==================== cbd2_sampler_ctrl
cbd2_sampler_ctrl, selected gate families:
Scale bar: 20 um.
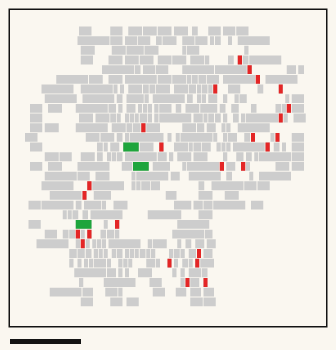

File: config.mk
export PLATFORM = sky130hd
export DESIGN_NAME = cbd2_sampler_ctrl
export DESIGN_NICKNAME = d
export VERILOG_FILES = /design/src/rtl/cbd2_sampler_ctrl.sv
export SDC_FILE = /design/constraint.sdc
export NUM_CORES = 1
export LEC_CHECK = 0
export ABC_AREA = 1
export ABC_CLOCK_PERIOD_IN_PS = 1800
export CAP_MARGIN = 20
export CORE_MARGIN = 4
export CORE_UTILIZATION = 40
export DETAILED_ROUTE_END_ITERATION = 8
export GPL_ROUTABILITY_DRIVEN = 0
export PLACE_DENSITY = 0.79
export SYNTH_ARGS = -nofsm -noshare
export SYNTH_HDL_FRONTEND = slang
export SYNTH_SLANG_ARGS = --single-unit
File: constraint.sdc
create_clock -name clk -period 1.8 [get_ports clk]
set_input_delay 0.27 -clock clk [delete_from_list [all_inputs] [get_ports clk]]
set_output_delay 0.27 -clock clk [all_outputs]
set_load 0.005 [all_outputs]
File: src/rtl/cbd2_sampler_ctrl.sv
// -----------------------------------------------------------------------------
// cbd2_sampler_ctrl
//
// Sequences an external CBD2 (eta=2) calculation unit to turn a stream of
// 32-bit PRF words into one polynomial of NCOEF noise coefficients.
//
// Each PRF word is handed to the cbd2 unit. One cycle later the unit returns
// 8 packed 4-bit two's-complement coefficients. This block buffers them and
// emits them one per handshake, lowest nibble first, with a running index.
//
// Per word:   LOAD (input handshake) -> WAIT (capture cal_dout) -> EMIT x8
// Per poly:   IDLE -start-> ... NCOEF/8 words ... -> DONE (one cycle) -> IDLE
//
// Ports
//   clk, rst_n            clock (rising edge), asynchronous active-low reset
//   start                 one-cycle pulse, honoured only in IDLE
//   busy                  high in every state except IDLE
//   done                  one-cycle pulse after the last coefficient handshake
//   in_data/valid/ready   PRF word stream; in_ready is high only in LOAD
//   cal_set, cal_din      cbd2 unit enable and operand (combinational)
//   cal_dout              cbd2 unit result, valid the cycle after cal_set
//   out_data/idx/valid/ready  coefficient stream toward the NTT/poly buffer
//
// Configuration
//   CBD2_CTRL_MODQ_EN  defined:   negative coefficients map to Q+value,
//                                 giving out_data in [0, Q-1]
//                      undefined: coefficients are sign-extended to COEF_W
// -----------------------------------------------------------------------------
module cbd2_sampler_ctrl #(
  parameter int NCOEF  = 256,   // coefficients per polynomial, multiple of 8
  parameter int Q      = 3329,  // modulus for the mod-q output mapping
  parameter int COEF_W = 12     // output coefficient width
) (
  input  logic              clk,
  input  logic              rst_n,
  input  logic              start,
  output logic              busy,
  output logic              done,
  input  logic [31:0]       in_data,
  input  logic              in_valid,
  output logic              in_ready,
  output logic              cal_set,
  output logic [31:0]       cal_din,
  input  logic [31:0]       cal_dout,
  output logic [COEF_W-1:0] out_data,
  output logic [7:0]        out_idx,
  output logic              out_valid,
  input  logic              out_ready
);

  typedef enum logic [2:0] {
    S_IDLE,
    S_LOAD,
    S_WAIT,
    S_EMIT,
    S_DONE
  } state_t;

  state_t      state, state_nxt;
  logic [31:0] nib_buf;    // 8 packed coefficients of the current word
  logic [2:0]  nib_cnt;    // which nibble of nib_buf is on out_data
  logic [7:0]  coef_cnt;   // index of the coefficient on out_data

  logic              in_hs;
  logic              out_hs;
  logic              last_nib;
  logic              last_coef;
  logic [3:0]        nibble;
  logic [COEF_W-1:0] nib_sext;
  logic [COEF_W-1:0] coef_val;

  // ---------------------------------------------------------------------------
  // Handshakes and status
  // ---------------------------------------------------------------------------
  assign in_ready  = (state == S_LOAD);
  assign out_valid = (state == S_EMIT);
  assign busy      = (state != S_IDLE);
  assign done      = (state == S_DONE);

  assign in_hs     = in_valid & in_ready;
  assign out_hs    = out_valid & out_ready;

  // The cbd2 unit is driven straight from the input handshake so it computes
  // during the LOAD->WAIT edge and its result is ready to capture in WAIT.
  assign cal_set   = in_hs;
  assign cal_din   = in_data;

  assign last_nib  = (nib_cnt == 3'd7);
  assign last_coef = (coef_cnt == 8'(NCOEF - 1));

  // ---------------------------------------------------------------------------
  // Coefficient unpacking and normalisation
  // ---------------------------------------------------------------------------
  assign nibble   = nib_buf[{nib_cnt, 2'b00} +: 4];
  assign nib_sext = {{(COEF_W-4){nibble[3]}}, nibble};

`ifdef CBD2_CTRL_MODQ_EN
  // Adding Q to the sign-extended value wraps modulo 2^COEF_W to Q+value.
  assign coef_val = nibble[3] ? (COEF_W'(Q) + nib_sext) : nib_sext;
`else
  assign coef_val = nib_sext;
`endif

  // Only EMIT presents a coefficient; every other state drives zero.
  assign out_data = out_valid ? coef_val : '0;
  assign out_idx  = coef_cnt;

  // ---------------------------------------------------------------------------
  // Next-state logic
  // ---------------------------------------------------------------------------
  // NOTE: state_nxt gets a default before the case so no path leaves it
  // unassigned; without it this process would infer a latch.
  always_comb begin
    state_nxt = state;
    unique case (state)
      S_IDLE: if (start)  state_nxt = S_LOAD;
      S_LOAD: if (in_hs)  state_nxt = S_WAIT;
      S_WAIT:             state_nxt = S_EMIT;
      S_EMIT: begin
        if (out_hs && last_nib) begin
          state_nxt = last_coef ? S_DONE : S_LOAD;
        end
      end
      S_DONE:             state_nxt = S_IDLE;
      default:            state_nxt = S_IDLE;
    endcase
  end

  // ---------------------------------------------------------------------------
  // State and datapath registers
  // ---------------------------------------------------------------------------
  // NOTE: sequential state uses non-blocking assignments so every register
  // samples the pre-edge values, independent of statement order.
  // NOTE: nib_buf is a plain 32-bit register, not a memory array, so it is
  // reset with everything else; out_data then reads a defined value after
  // reset without relying on the EMIT gating alone.
  always_ff @(posedge clk or negedge rst_n) begin
    if (!rst_n) begin
      state    <= S_IDLE;
      nib_buf  <= '0;
      nib_cnt  <= '0;
      coef_cnt <= '0;
    end else begin
      state <= state_nxt;

      if (state == S_WAIT) begin
        nib_buf <= cal_dout;
      end

      if (out_hs) begin
        // nib_cnt wraps 7->0 naturally; coef_cnt wraps at NCOEF-1.
        nib_cnt  <= nib_cnt + 3'd1;
        coef_cnt <= last_coef ? '0 : coef_cnt + 8'd1;
      end
    end
  end

endmodule

==================== pipe_hazard_ctrl
[config.mk]
export PLATFORM = sky130hd
export DESIGN_NAME = pipe_hazard_ctrl
export DESIGN_NICKNAME = d
export VERILOG_FILES = /design/src/rtl/pipe_hazard_ctrl.sv
export SDC_FILE = /design/constraint.sdc
export NUM_CORES = 1
export LEC_CHECK = 0
export CAP_MARGIN = 40
export CORE_ASPECT_RATIO = 0.8
export CORE_MARGIN = 8
export CORE_UTILIZATION = 30
export DETAILED_ROUTE_END_ITERATION = 6
export PLACE_DENSITY_LB_ADDON = 0.3
export SETUP_SLACK_MARGIN = 0.5
export SLEW_MARGIN = 10
export SYNTH_ARGS = -nofsm -noshare
export SYNTH_HDL_FRONTEND = slang
export SYNTH_SLANG_ARGS = --single-unit
[constraint.sdc]
create_clock -name clk -period 2.6 [get_ports clk]
set_input_delay 0.52 -clock clk [delete_from_list [all_inputs] [get_ports clk]]
set_output_delay 0.52 -clock clk [all_outputs]
set_load 0.05 [all_outputs]
[src/rtl/pipe_hazard_ctrl.sv]
// Stall/flush controller for the five-stage pipeline.
// Handles load-use, EX redirects, MEM wait states and timeout halt.
module pipe_hazard_ctrl #(
  parameter int REG_ADDR_W = 5,
  parameter int TIMEOUT    = 16,
  parameter int CNT_W      = 32
) (
  input  logic                  clk,
  input  logic                  rst,
  input  logic [REG_ADDR_W-1:0] id_rs1,
  input  logic [REG_ADDR_W-1:0] id_rs2,
  input  logic                  id_uses_rs1,
  input  logic                  id_uses_rs2,
  input  logic [REG_ADDR_W-1:0] ex_rd,
  input  logic                  ex_mem_read,
  input  logic                  ex_branch_taken,
  input  logic                  mem_req,
  input  logic                  mem_ready,
  output logic                  stall_if,
  output logic                  stall_id,
  output logic                  stall_ex,
  output logic                  stall_mem,
  output logic                  flush_id,
  output logic                  flush_ex,
  output logic                  wb_bubble,
  output logic                  halted,
  output logic [CNT_W-1:0]      stall_count
);

  localparam int WW = $clog2(TIMEOUT) + 1;

  typedef enum logic [1:0] {
    RUN,
    MEM_WAIT,
    HALT
  } state_t;

  state_t          state;
  logic [WW-1:0]   waitCnt;
  logic            isHalt;
  logic            memWait;
  logic            redirect;
  logic            rsHit;
  logic            loadUse;

  assign isHalt = (state == HALT);

  assign memWait =
    ((state == RUN) && mem_req && !mem_ready) ||
    ((state == MEM_WAIT) && !mem_ready);

  assign redirect = !isHalt && !memWait &&
    ex_branch_taken;

  assign rsHit =
    (id_uses_rs1 && (id_rs1 == ex_rd)) ||
    (id_uses_rs2 && (id_rs2 == ex_rd));

  // A redirect squashes the ID instruction, so no load-use stall.
  assign loadUse = !isHalt && !memWait &&
    !ex_branch_taken && ex_mem_read &&
    (ex_rd != '0) && rsHit;

  assign halted = isHalt;

  always_comb begin
    stall_if  = 1'b0;
    stall_id  = 1'b0;
    stall_ex  = 1'b0;
    stall_mem = 1'b0;
    flush_id  = 1'b0;
    flush_ex  = 1'b0;
    wb_bubble = 1'b0;
    if (!rst) begin
      unique case (1'b1)
        isHalt || memWait: begin
          stall_if  = 1'b1;
          stall_id  = 1'b1;
          stall_ex  = 1'b1;
          stall_mem = 1'b1;
          wb_bubble = 1'b1;
        end
        redirect: begin
          flush_id = 1'b1;
          flush_ex = 1'b1;
        end
        loadUse: begin
          stall_if = 1'b1;
          stall_id = 1'b1;
          flush_ex = 1'b1;
        end
        default: ;
      endcase
    end
  end

  always_ff @(posedge clk) begin
    if (rst) begin
      state       <= RUN;
      waitCnt     <= '0;
      stall_count <= '0;
    end else begin
      if (stall_if && (stall_count != '1))
        stall_count <= stall_count + 1'b1;
      unique case (state)
        RUN: begin
          if (memWait) begin
            state   <= MEM_WAIT;
            waitCnt <= WW'(1);
          end
        end
        MEM_WAIT: begin
          if (mem_ready) begin
            state   <= RUN;
            waitCnt <= '0;
          end else if (waitCnt == WW'(TIMEOUT - 1)) begin
            state <= HALT;
          end else begin
            waitCnt <= waitCnt + 1'b1;
          end
        end
        HALT: state <= HALT;
        default: state <= RUN;
      endcase
    end
  end

endmodule

pipe_hazard_ctrl, sequential cells coloured by netlist name:
Scale bar: 20 um. Other cells in grey.
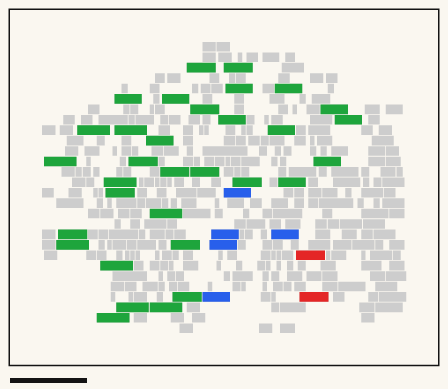
Key: state = red [sequential cells 2]; stall_count = green [sequential cells 32]; waitCnt = blue [sequential cells 5]

==> out/metrics.sh, pipe_hazard_ctrl <==
P_INT_mW=0.9047
MAX-CAP-VIOLATIONS=0
NNONCLKINVERTERS=5
CTSROOTBUFFERMASTER='sky130_fd_sc_hd__clkbuf_8'
R2R_END='stall_count[29]'
FILLERINSTANCES=679
IO_BUFFERS=62
LAYOUT.AREA.TOP_CLASS='combinational gates'
TOP_LEVEL_PORTS=63
TOTALPOWERFINAL_mW=1.259
CTS_SINKS=39
SYNTH_ADDER_AREA_SHARE=0.01707
CLKLATENCYLATEPIN_PS=300
NETLIST_TOP_CELLS_COUNT='39 x sky130_fd_sc_hd__dfxtp_1, 30 x sky130_fd_sc_hd__a21oi_1, 21 x sky130_fd_sc_hd__nand2_1, 21 x sky130_fd_sc_hd__nor2_1, 14 x sky130_fd_sc_hd__o31ai_1'
SWITCHING_POWER_mW=0.3541
SH_COMB_AREA=0.4313
FINAL.MIN_CLOCK_PERIOD_PS=2165
POST-ROUTE-DRC-COUNT=0
COUNT_OF_FLIP_FLOPS_WITH_A_BUILT_IN_ENABLE_AFTER_SYNTHESIS=0
WORST_SLEW_PIN_SLEW_PS=551.9
ASYNCSETRESETFLOPFRACSYNTH=0
UTILIZATION=0.5176
POWER.DENSITY_nW_PER_UM2=335.4
CRITICAL_PATH.MAX_STAGE_DELAY_PS=250
YOSYSWARNINGS=0
SYNTH_TOP_AREA_SHARE=0.3552
GRT_UTIL_MET1=0.1760
OUTCOME='finished, final reports clean'
WORST-PATH-BUF-INV=2
DETAILED_PLACE_HPWL_UM=5014
TOP_ROUTING_LAYER_IN_USE='met4'
NUMBER_OF_GLOBAL_ROUTE_VIAS_BEFORE_REPAIR=2376
cbd2_sampler_ctrl, layout detail:
Scale bar: 5 um. Region (34, 52) to (54, 72) um. Cells in grey, sequential cells in the stronger grey; small squares are vias.
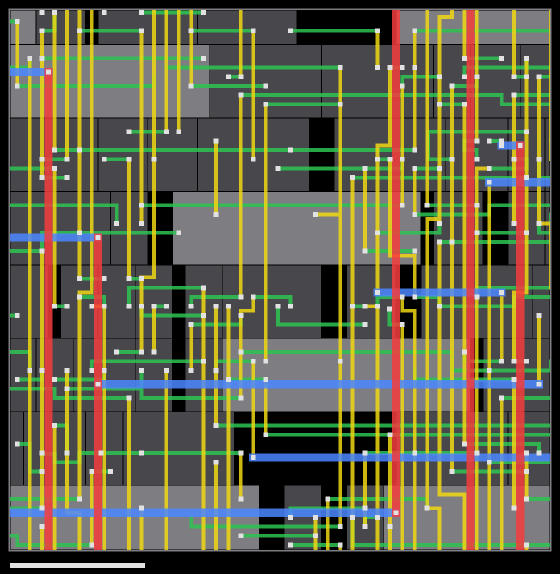
Key: M3 = blue; M4 = red; M1 = green; M2 = yellow
Netlist names of flops here include nib_buf (4), nib_cnt (1). 41 logic cells have their middle in the window. Sequential cells in the window: 5. Most frequent: nor2_1 (9), nand2_1 (5).

cbd2_sampler_ctrl, sequential cells coloured by netlist name:
Scale bar: 20 um. Other sequential cells in the stronger grey, the rest of the logic in the fainter grey.
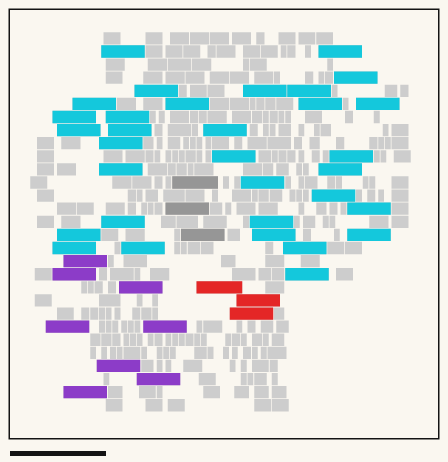
Key: out_idx = purple [sequential cells 8, where lower left]; state = red [sequential cells 3]; nib_buf = cyan [sequential cells 32]
Another 3 sequential cells are not coloured.

## Picture notes: 'selected gate families' of cbd2_sampler_ctrl
Key: inv cells = red [cells 25]; fa/ha/maj cells = green [cells 3]
most common logic cell in the routed design: sky130_fd_sc_hd__nand2_1
proportion of cell area occupied by multi-input gates: 0.3224

==> out/metrics.sh, cbd2_sampler_ctrl <==
OUTCOME='finished, violations left'
FAILED_CHECKS='setup timing'
GRT_ANTENNA_BEFORE_REPAIR=0
TIMING.HOLD.WS_PS=44.13
SETUP_SLACK_PS=-153.4
YOSYS.CELL_COUNT.TOP_TYPE='sky130_fd_sc_hd__nand2_1'
LIST_OF_CELLS_TRAVERSED_BY_THE_CRITICAL_PATH='buf_6 > buf_6 > buf_6 > nor2_2 > nor2_1 > o21ai_1 > nand2_1 > nor2_2 > nor2_2 > buf_2'
CTS_TREE='done'
POST-CTS-SETUP-BUFFER-COUNT=13
SETUP_VIOL=12
USE_MET2=0.2665
LEAKAGE_POWER_TOTAL_nW=1.605
RR_STARTPOINT='nib_cnt[0]'
VIAS=2191
TOP_ROUTING_LAYER_IN_USE='met4'
YOSYSWARNINGS=0
UNREPAIRED_SETUP_ENDPOINTS_AFTER_GLOBAL_ROUTING='true'
WL_PER_CELL_UM=13.96
POST-ROUTE-DRC-COUNT=0
DIE-HEIGHT_UM=88.86
CLKLATENCYLATEPIN_PS=300
NUMBER_OF_GLOBAL_ROUTE_VIAS_BEFORE_REPAIR=2107
WORSTPATHREQUIRED_PS=1530
DR_WL_MET2_UM=3138
SWITCHING_POWER_mW=2.147

==================== adder_rr_arbiter
adder_rr_arbiter, layout detail:
Scale bar: 5 um. Region (24, 38) to (44, 58) um. Cells in grey, sequential cells in the stronger grey; small squares are vias.
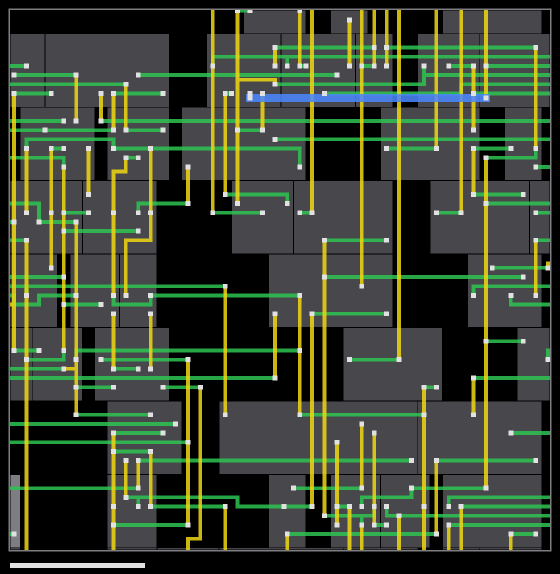

File: src/rtl/adder_arb_pkg.sv
// Shared definitions for the round-robin shared-adder block: default widths,
// requester limits, output stage state encoding and the id-width helper.
package adder_arb_pkg;

   localparam int DATA_W_DEF  = 8;
   localparam int NUM_REQ_MAX = 8;

   typedef enum logic {
      ST_EMPTY = 1'b0,
      ST_FULL  = 1'b1
   } out_state_t;

   // Id width never collapses to zero, so a single requester still gets a 1-bit id.
   function automatic int idw_f(input int n);
      return (n <= 2) ? 1 : $clog2(n);
   endfunction

endpackage

File: src/rtl/adder_rr_arbiter_rr_grant.sv
// Combinational round-robin picker: first valid index at or after rr_ptr,
// wrapping modulo NUM_REQ.
module rr_grant
   import adder_arb_pkg::*;
#(
   parameter int NUM_REQ = 4,
   parameter int IDW     = idw_f(NUM_REQ)
) (
   input  logic [NUM_REQ-1:0] req_valid,
   input  logic [IDW-1:0]     rr_ptr,
   output logic [IDW-1:0]     grant,
   output logic               any_valid
);

   int  idx;
   logic found;

   always_comb begin
      grant = '0;
      found = 1'b0;
      idx   = 0;
      for (int off = 0; off < NUM_REQ; off++) begin
         idx = int'(rr_ptr) + off;
         // Explicit wrap keeps non-power-of-two requester counts correct.
         if (idx >= NUM_REQ) idx = idx - NUM_REQ;
         if (!found && req_valid[idx]) begin
            grant = IDW'(idx);
            found = 1'b1;
         end
      end
   end

   assign any_valid = |req_valid;

endmodule

File: src/rtl/adder_rr_arbiter.sv
// One registered adder shared by NUM_REQ requesters through a round-robin
// arbiter, with a one-entry back-pressurable result stage.
module adder_rr_arbiter
   import adder_arb_pkg::*;
#(
   parameter  int NUM_REQ = 4,
   parameter  int DATA_W  = DATA_W_DEF,
   localparam int IDW     = idw_f(NUM_REQ)
) (
   input  logic                      clk,
   input  logic                      rst,
   input  logic [NUM_REQ-1:0]        req_valid,
   output logic [NUM_REQ-1:0]        req_ready,
   input  logic [NUM_REQ*DATA_W-1:0] req_a,
   input  logic [NUM_REQ*DATA_W-1:0] req_b,
   output logic                      res_valid,
   input  logic                      res_ready,
   output logic [DATA_W-1:0]         res_sum,
   output logic                      res_carry,
   output logic [IDW-1:0]            res_id
);

   out_state_t          state_q, state_d;
   logic [IDW-1:0]      rr_ptr_q, rr_ptr_d;
   logic [DATA_W-1:0]   sum_q, sum_d;
   logic                carry_q, carry_d;
   logic [IDW-1:0]      id_q, id_d;

   logic [IDW-1:0]      grant;
   logic                any_valid;
   logic                can_accept;
   logic                accept;
   logic [DATA_W-1:0]   sel_a, sel_b;
   logic [DATA_W:0]     add_full;

   rr_grant #(
      .NUM_REQ (NUM_REQ),
      .IDW     (IDW)
   ) u_rr_grant (
      .req_valid (req_valid),
      .rr_ptr    (rr_ptr_q),
      .grant     (grant),
      .any_valid (any_valid)
   );

   assign can_accept = (state_q == ST_EMPTY) || res_ready;

   // Ready is a one-hot of the grant, suppressed during reset.
   always_comb begin
      req_ready = '0;
      for (int i = 0; i < NUM_REQ; i++) begin
         req_ready[i] = !rst && can_accept && any_valid && (grant == IDW'(i));
      end
   end

   assign accept = |(req_valid & req_ready);

   always_comb begin
      sel_a = '0;
      sel_b = '0;
      for (int i = 0; i < NUM_REQ; i++) begin
         if (grant == IDW'(i)) begin
            sel_a = req_a[i*DATA_W +: DATA_W];
            sel_b = req_b[i*DATA_W +: DATA_W];
         end
      end
   end

   assign add_full = {1'b0, sel_a} + {1'b0, sel_b};

   always_comb begin
      state_d  = state_q;
      rr_ptr_d = rr_ptr_q;
      sum_d    = sum_q;
      carry_d  = carry_q;
      id_d     = id_q;
      if (accept) begin
         state_d  = ST_FULL;
         sum_d    = add_full[DATA_W-1:0];
         carry_d  = add_full[DATA_W];
         id_d     = grant;
         rr_ptr_d = (grant == IDW'(NUM_REQ-1)) ? '0 : grant + IDW'(1);
      end else if (res_ready) begin
         // Drain without refill: payload keeps its last value.
         state_d = ST_EMPTY;
      end
   end

   always_ff @(posedge clk) begin
      if (rst) begin
         state_q  <= ST_EMPTY;
         rr_ptr_q <= '0;
         sum_q    <= '0;
         carry_q  <= 1'b0;
         id_q     <= '0;
      end else begin
         state_q  <= state_d;
         rr_ptr_q <= rr_ptr_d;
         sum_q    <= sum_d;
         carry_q  <= carry_d;
         id_q     <= id_d;
      end
   end

   assign res_valid = (state_q == ST_FULL);
   assign res_sum   = sum_q;
   assign res_carry = carry_q;
   assign res_id    = id_q;

endmodule

File: config.mk
export PLATFORM = sky130hd
export DESIGN_NAME = adder_rr_arbiter
export DESIGN_NICKNAME = d
export VERILOG_FILES = /design/src/rtl/adder_arb_pkg.sv /design/src/rtl/adder_rr_arbiter_rr_grant.sv /design/src/rtl/adder_rr_arbiter.sv
export SDC_FILE = /design/constraint.sdc
export NUM_CORES = 1
export LEC_CHECK = 0
export CORE_AREA = 2 2 65 67
export DETAILED_ROUTE_END_ITERATION = 7
export DIE_AREA = 0 0 67 69
export GPL_TIMING_DRIVEN = 0
export PLACE_DENSITY = 0.83
export SLEW_MARGIN = 20
export SYNTH_ARGS = -nofsm -noshare
export SYNTH_HDL_FRONTEND = slang
export SYNTH_SLANG_ARGS = --single-unit
File: constraint.sdc
create_clock -name clk -period 10.3 [get_ports clk]
set_input_delay 1.03 -clock clk [delete_from_list [all_inputs] [get_ports clk]]
set_output_delay 1.03 -clock clk [all_outputs]
set_load 0.005 [all_outputs]
==================== logic_unit_pipe
--- src/rtl/logic_unit_pipe.sv ---
// Two-stage pipelined bitwise logic unit with valid/ready handshakes on both
// sides and an XOR checksum accumulator driven by the XACC operation.
module logic_unit_pipe #(
  parameter int WIDTH = 32
) (
  input  logic             clk,
  input  logic             rst_n,
  input  logic             in_valid,
  output logic             in_ready,
  input  logic [WIDTH-1:0] A,
  input  logic [WIDTH-1:0] B,
  input  logic [2:0]       op,
  input  logic             acc_clr,
  output logic             out_valid,
  input  logic             out_ready,
  output logic [WIDTH-1:0] res,
  output logic             zero,
  output logic             parity,
  output logic [WIDTH-1:0] acc
);

  typedef enum logic [2:0] {
    OP_AND   = 3'b000,
    OP_OR    = 3'b001,
    OP_XOR   = 3'b010,
    OP_NOR   = 3'b011,
    OP_XNOR  = 3'b100,
    OP_ANDN  = 3'b101,
    OP_XACC  = 3'b110,
    OP_PASSA = 3'b111
  } op_e;

  logic             s1_valid;
  logic             s2_valid;
  logic [WIDTH-1:0] a1;
  logic [WIDTH-1:0] b1;
  op_e              op1;

  logic             s1_adv;
  logic             s1_load;
  logic             s2_load;
  logic [WIDTH-1:0] acc_base;
  logic [WIDTH-1:0] result;

  // Stage 1 may hand over when stage 2 is empty or is being drained this cycle.
  assign s1_adv    = !s2_valid || out_ready;
  assign in_ready  = !s1_valid || s1_adv;
  assign s1_load   = in_valid && in_ready;
  assign s2_load   = s1_valid && s1_adv;
  assign out_valid = s2_valid;

  // A clear on the same edge as an XACC transfer applies before the XOR.
  assign acc_base = acc_clr ? '0 : acc;

  // NOTE: every always_comb output gets a default first so no path can infer a latch.
  always_comb begin
    result = '0;
    unique case (op1)
      OP_AND:   result = a1 & b1;
      OP_OR:    result = a1 | b1;
      OP_XOR:   result = a1 ^ b1;
      OP_NOR:   result = ~(a1 | b1);
      OP_XNOR:  result = ~(a1 ^ b1);
      OP_ANDN:  result = a1 & ~b1;
      OP_XACC:  result = acc_base ^ a1 ^ b1;
      OP_PASSA: result = a1;
      default:  result = '0;
    endcase
  end

  // NOTE: state registers use non-blocking assignments so all flops see pre-edge values.
  always_ff @(posedge clk or negedge rst_n) begin
    if (!rst_n) begin
      s1_valid <= 1'b0;
      // NOTE: data registers are reset too, so nothing stale is observable after reset.
      a1       <= '0;
      b1       <= '0;
      op1      <= OP_AND;
    end else if (s1_load) begin
      s1_valid <= 1'b1;
      a1       <= A;
      b1       <= B;
      op1      <= op_e'(op);
    end else if (s2_load) begin
      s1_valid <= 1'b0;
    end
  end

  always_ff @(posedge clk or negedge rst_n) begin
    if (!rst_n) begin
      s2_valid <= 1'b0;
      res      <= '0;
      zero     <= 1'b0;
      parity   <= 1'b0;
    end else if (s2_load) begin
      s2_valid <= 1'b1;
      res      <= result;
      zero     <= (result == '0);
      parity   <= ^result;
    end else if (out_ready) begin
      s2_valid <= 1'b0;
    end
  end

  always_ff @(posedge clk or negedge rst_n) begin
    if (!rst_n) begin
      acc <= '0;
    end else if (s2_load && op1 == OP_XACC) begin
      acc <= result;
    end else if (acc_clr) begin
      acc <= '0;
    end
  end

endmodule

--- config.mk ---
export PLATFORM = sky130hd
export DESIGN_NAME = logic_unit_pipe
export DESIGN_NICKNAME = d
export VERILOG_FILES = /design/src/rtl/logic_unit_pipe.sv
export SDC_FILE = /design/constraint.sdc
export NUM_CORES = 1
export LEC_CHECK = 0
export ABC_CLOCK_PERIOD_IN_PS = 3400
export CAP_MARGIN = 20
export CORE_MARGIN = 4
export CORE_UTILIZATION = 45
export CTS_BUF_LIST = sky130_fd_sc_hd__clkbuf_8
export CTS_CLUSTER_DIAMETER = 80
export DETAILED_ROUTE_END_ITERATION = 8
export HOLD_SLACK_MARGIN = 0.06
export PLACE_DENSITY = 0.78
export REMOVE_ABC_BUFFERS = 1
export SYNTH_ARGS = -nofsm -noshare
export SYNTH_HDL_FRONTEND = slang
export SYNTH_SLANG_ARGS = --single-unit
--- constraint.sdc ---
create_clock -name clk -period 3.4 [get_ports clk]
set_clock_uncertainty 0.2 [all_clocks]
set_input_delay 0.68 -clock clk [delete_from_list [all_inputs] [get_ports clk]]
set_output_delay 0.68 -clock clk [all_outputs]
set_load 0.01 [all_outputs]
logic_unit_pipe, selected gate families:
Scale bar: 50 um.
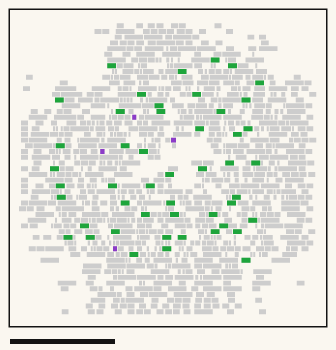
Key: and/or cells = purple [cells 4]; fa/ha/maj cells = green [cells 48]

logic_unit_pipe, sequential cells coloured by netlist name:
Scale bar: 50 um. Other sequential cells in the stronger grey, the rest of the logic in the fainter grey.
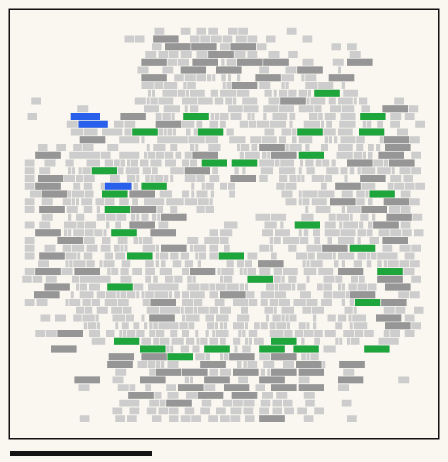
Key: acc = green [sequential cells 32]; op1 = blue [sequential cells 3]
Another 100 sequential cells are not coloured.

==> out/metrics.sh, logic_unit_pipe <==
NUM-MULTI-INPUT-GATES=598
SYNTH_ADDER_AREA_SHARE=0.06593
BUFFER_AREA_FRAC=0.1568
OUTCOME='finished, final reports clean'
LAYOUT.CLOCK.CELL_AREA_SHARE=0.03861
LARGEST_NET_DEGREE_AT_THE_START_OF_GLOBAL_ROUTING=91
POST_CTS.RESIZED_INSTANCES=0
SYNTH_CELL_TYPES=35
DIE_W_UM=150.3
WORST_SLEW_PIN_SLEW_PS=848.5
USE_MET2=0.3499
SIGNAL_BUFFERS=176
FF2FF_SETUP_SLACK_PS=270
CRITICAL_PATH.MAX_STAGE_DELAY_PS=580
RR_STARTPOINT='op1[1]'
CTS_INSERTED_BUFFERS=17
TIMING_MAX_TRANSITION_VIOLATIONS_FINAL=0
IO_BUFFERS=139
ARRIVAL_PS=3250
LAYOUT.AREA.TOP_CLASS='combinational gates'
STARTPOINT_TYPE='flop'
DETAILED_PLACE_HPWL_UM=15850
FINAL.MIN_CLOCK_PERIOD_PS=3134
WL_PER_CELL_UM=17.96
NETLIST_TOP_CELLS_COUNT='135 x sky130_fd_sc_hd__dfrtp_1, 113 x sky130_fd_sc_hd__mux2_2, 68 x sky130_fd_sc_hd__nand2_1'
SEQ_CELLS=135
DR_WL_MET2_UM=11100
GROUTE.LAYER.MET3.USAGE=0.06111
MAX-CAP-VIOLATIONS=0
adder_rr_arbiter, selected gate families:
Scale bar: 20 um.
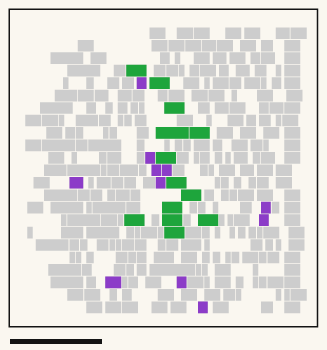
Key: fa/ha/maj cells = green [cells 13]; and/or cells = purple [cells 11]
most common logic cell in the routed design: sky130_fd_sc_hd__clkdlybuf4s50_1
proportion of cell area occupied by multi-input gates: 0.4731
count of non-filler cells in the finished layout: 351

adder_rr_arbiter, signal wires by layer:
Scale bar: 20 um.
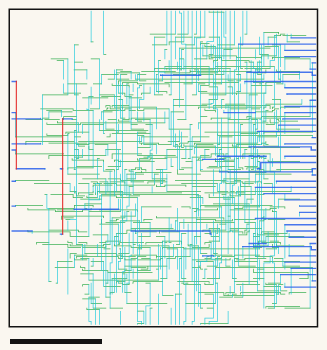
Key: M3 = blue [wire length 411 um]; M4 = red [wire length 44.2 um]; M1 = green [wire length 2,380 um]; M2 = cyan [wire length 2,280 um]

About 'layout detail' of adder_rr_arbiter:
Key: M3 = blue; M1 = green; M2 = yellow
Sequential cells in the window: 0. Most frequent: clkdlybuf4s50_1 (6), o31ai_1 (4), ha_1 (4). 34 logic cells have their middle in the window.

==> out/metrics.sh, adder_rr_arbiter <==
ASYNCSETRESETFLOPFRACSYNTH=0
CORE_UM2=3914
RR_STARTPOINT='rr_ptr_q[0]'
POST_ROUTE_CELLS_DRIVE_ABOVE_1_SHARE=0.05648
CRITPATHMAXFANOUT=10
FINAL.MIN_CLOCK_PERIOD_PS=5211
SETUP-TNS-FINAL_PS=0
CLK_PIN_SLEW_PS=60
SIMPLE_GATE_AREA_FRAC=0.2797
WORST_SLEW_MARGIN_REL=0.6329
CRIT_END='res_sum[7]'
LARGEST_REGISTER_FF_COUNT=8
GATE_COUNT_OF_THE_MAPPED_NETLIST=212
CTS_INSERTED_BUFFERS=3
COMB_AREA_UM2=1201
UTILIZATION=0.6487
GLOBAL_ROUTE.USAGE.TOTAL=0.2161
LIST_OF_CELLS_TRAVERSED_BY_THE_CRITICAL_PATH='clkdlybuf4s50_1 > nor2b_1 > o21a_1 > nor3_1 > inv_1 > ha_1 > buf_2 > nor2b_1 > clkbuf_1 > a221oi_1 > nor3_1 > a21o_1 > ha_1 > a21oi_1 > o211ai_1 > o2111a_1 > a2111oi_0'
OUTCOME='finished, final reports clean'
POST-ROUTE-PERIOD-UTIL=0.5060
FP_NETS=296
CTS_SINKS=14
NETLIST.TOP_CELL.BY_AREA='sky130_fd_sc_hd__dfxtp_1'
SHARE_OF_TOTAL_POWER_IN_THE_CLOCK_NETWORK=0.147
COMB_CELL_POWER_mW=0.230
SETUP_SLACK_PS=5089
SYNTH_COMPOUND_GATE_AREA_SHARE=0.3522
POST-CTS-SETUP-BUFFER-COUNT=0
STARTPOINT_TYPE='primary input'
HOLD_VIOL=0
DIE_W_UM=67


==> screenshots <==
Routing congestion map.
image #1
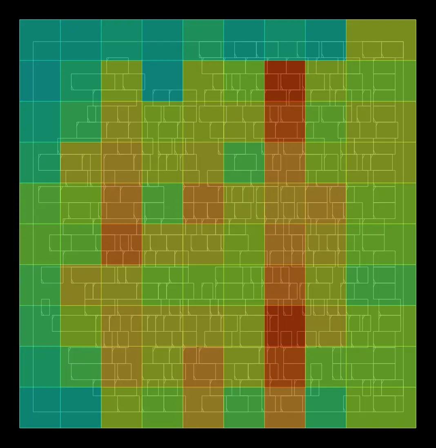
image #2
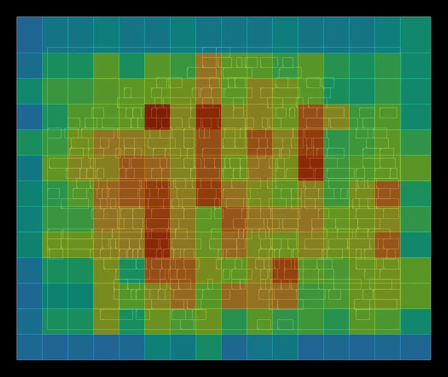
image #3
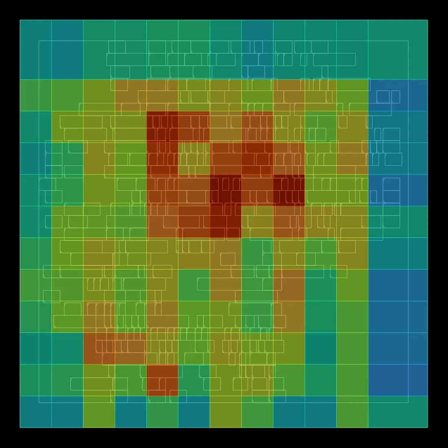
image #4
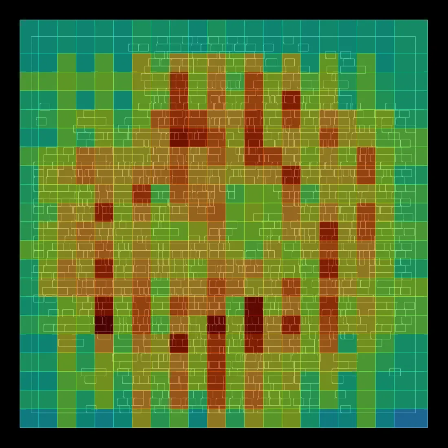
For adder_rr_arbiter, see image #1.
For pipe_hazard_ctrl, see image #2.
For logic_unit_pipe, see image #4.
For cbd2_sampler_ctrl, see image #3.
Of these, lowest track usage: image #2

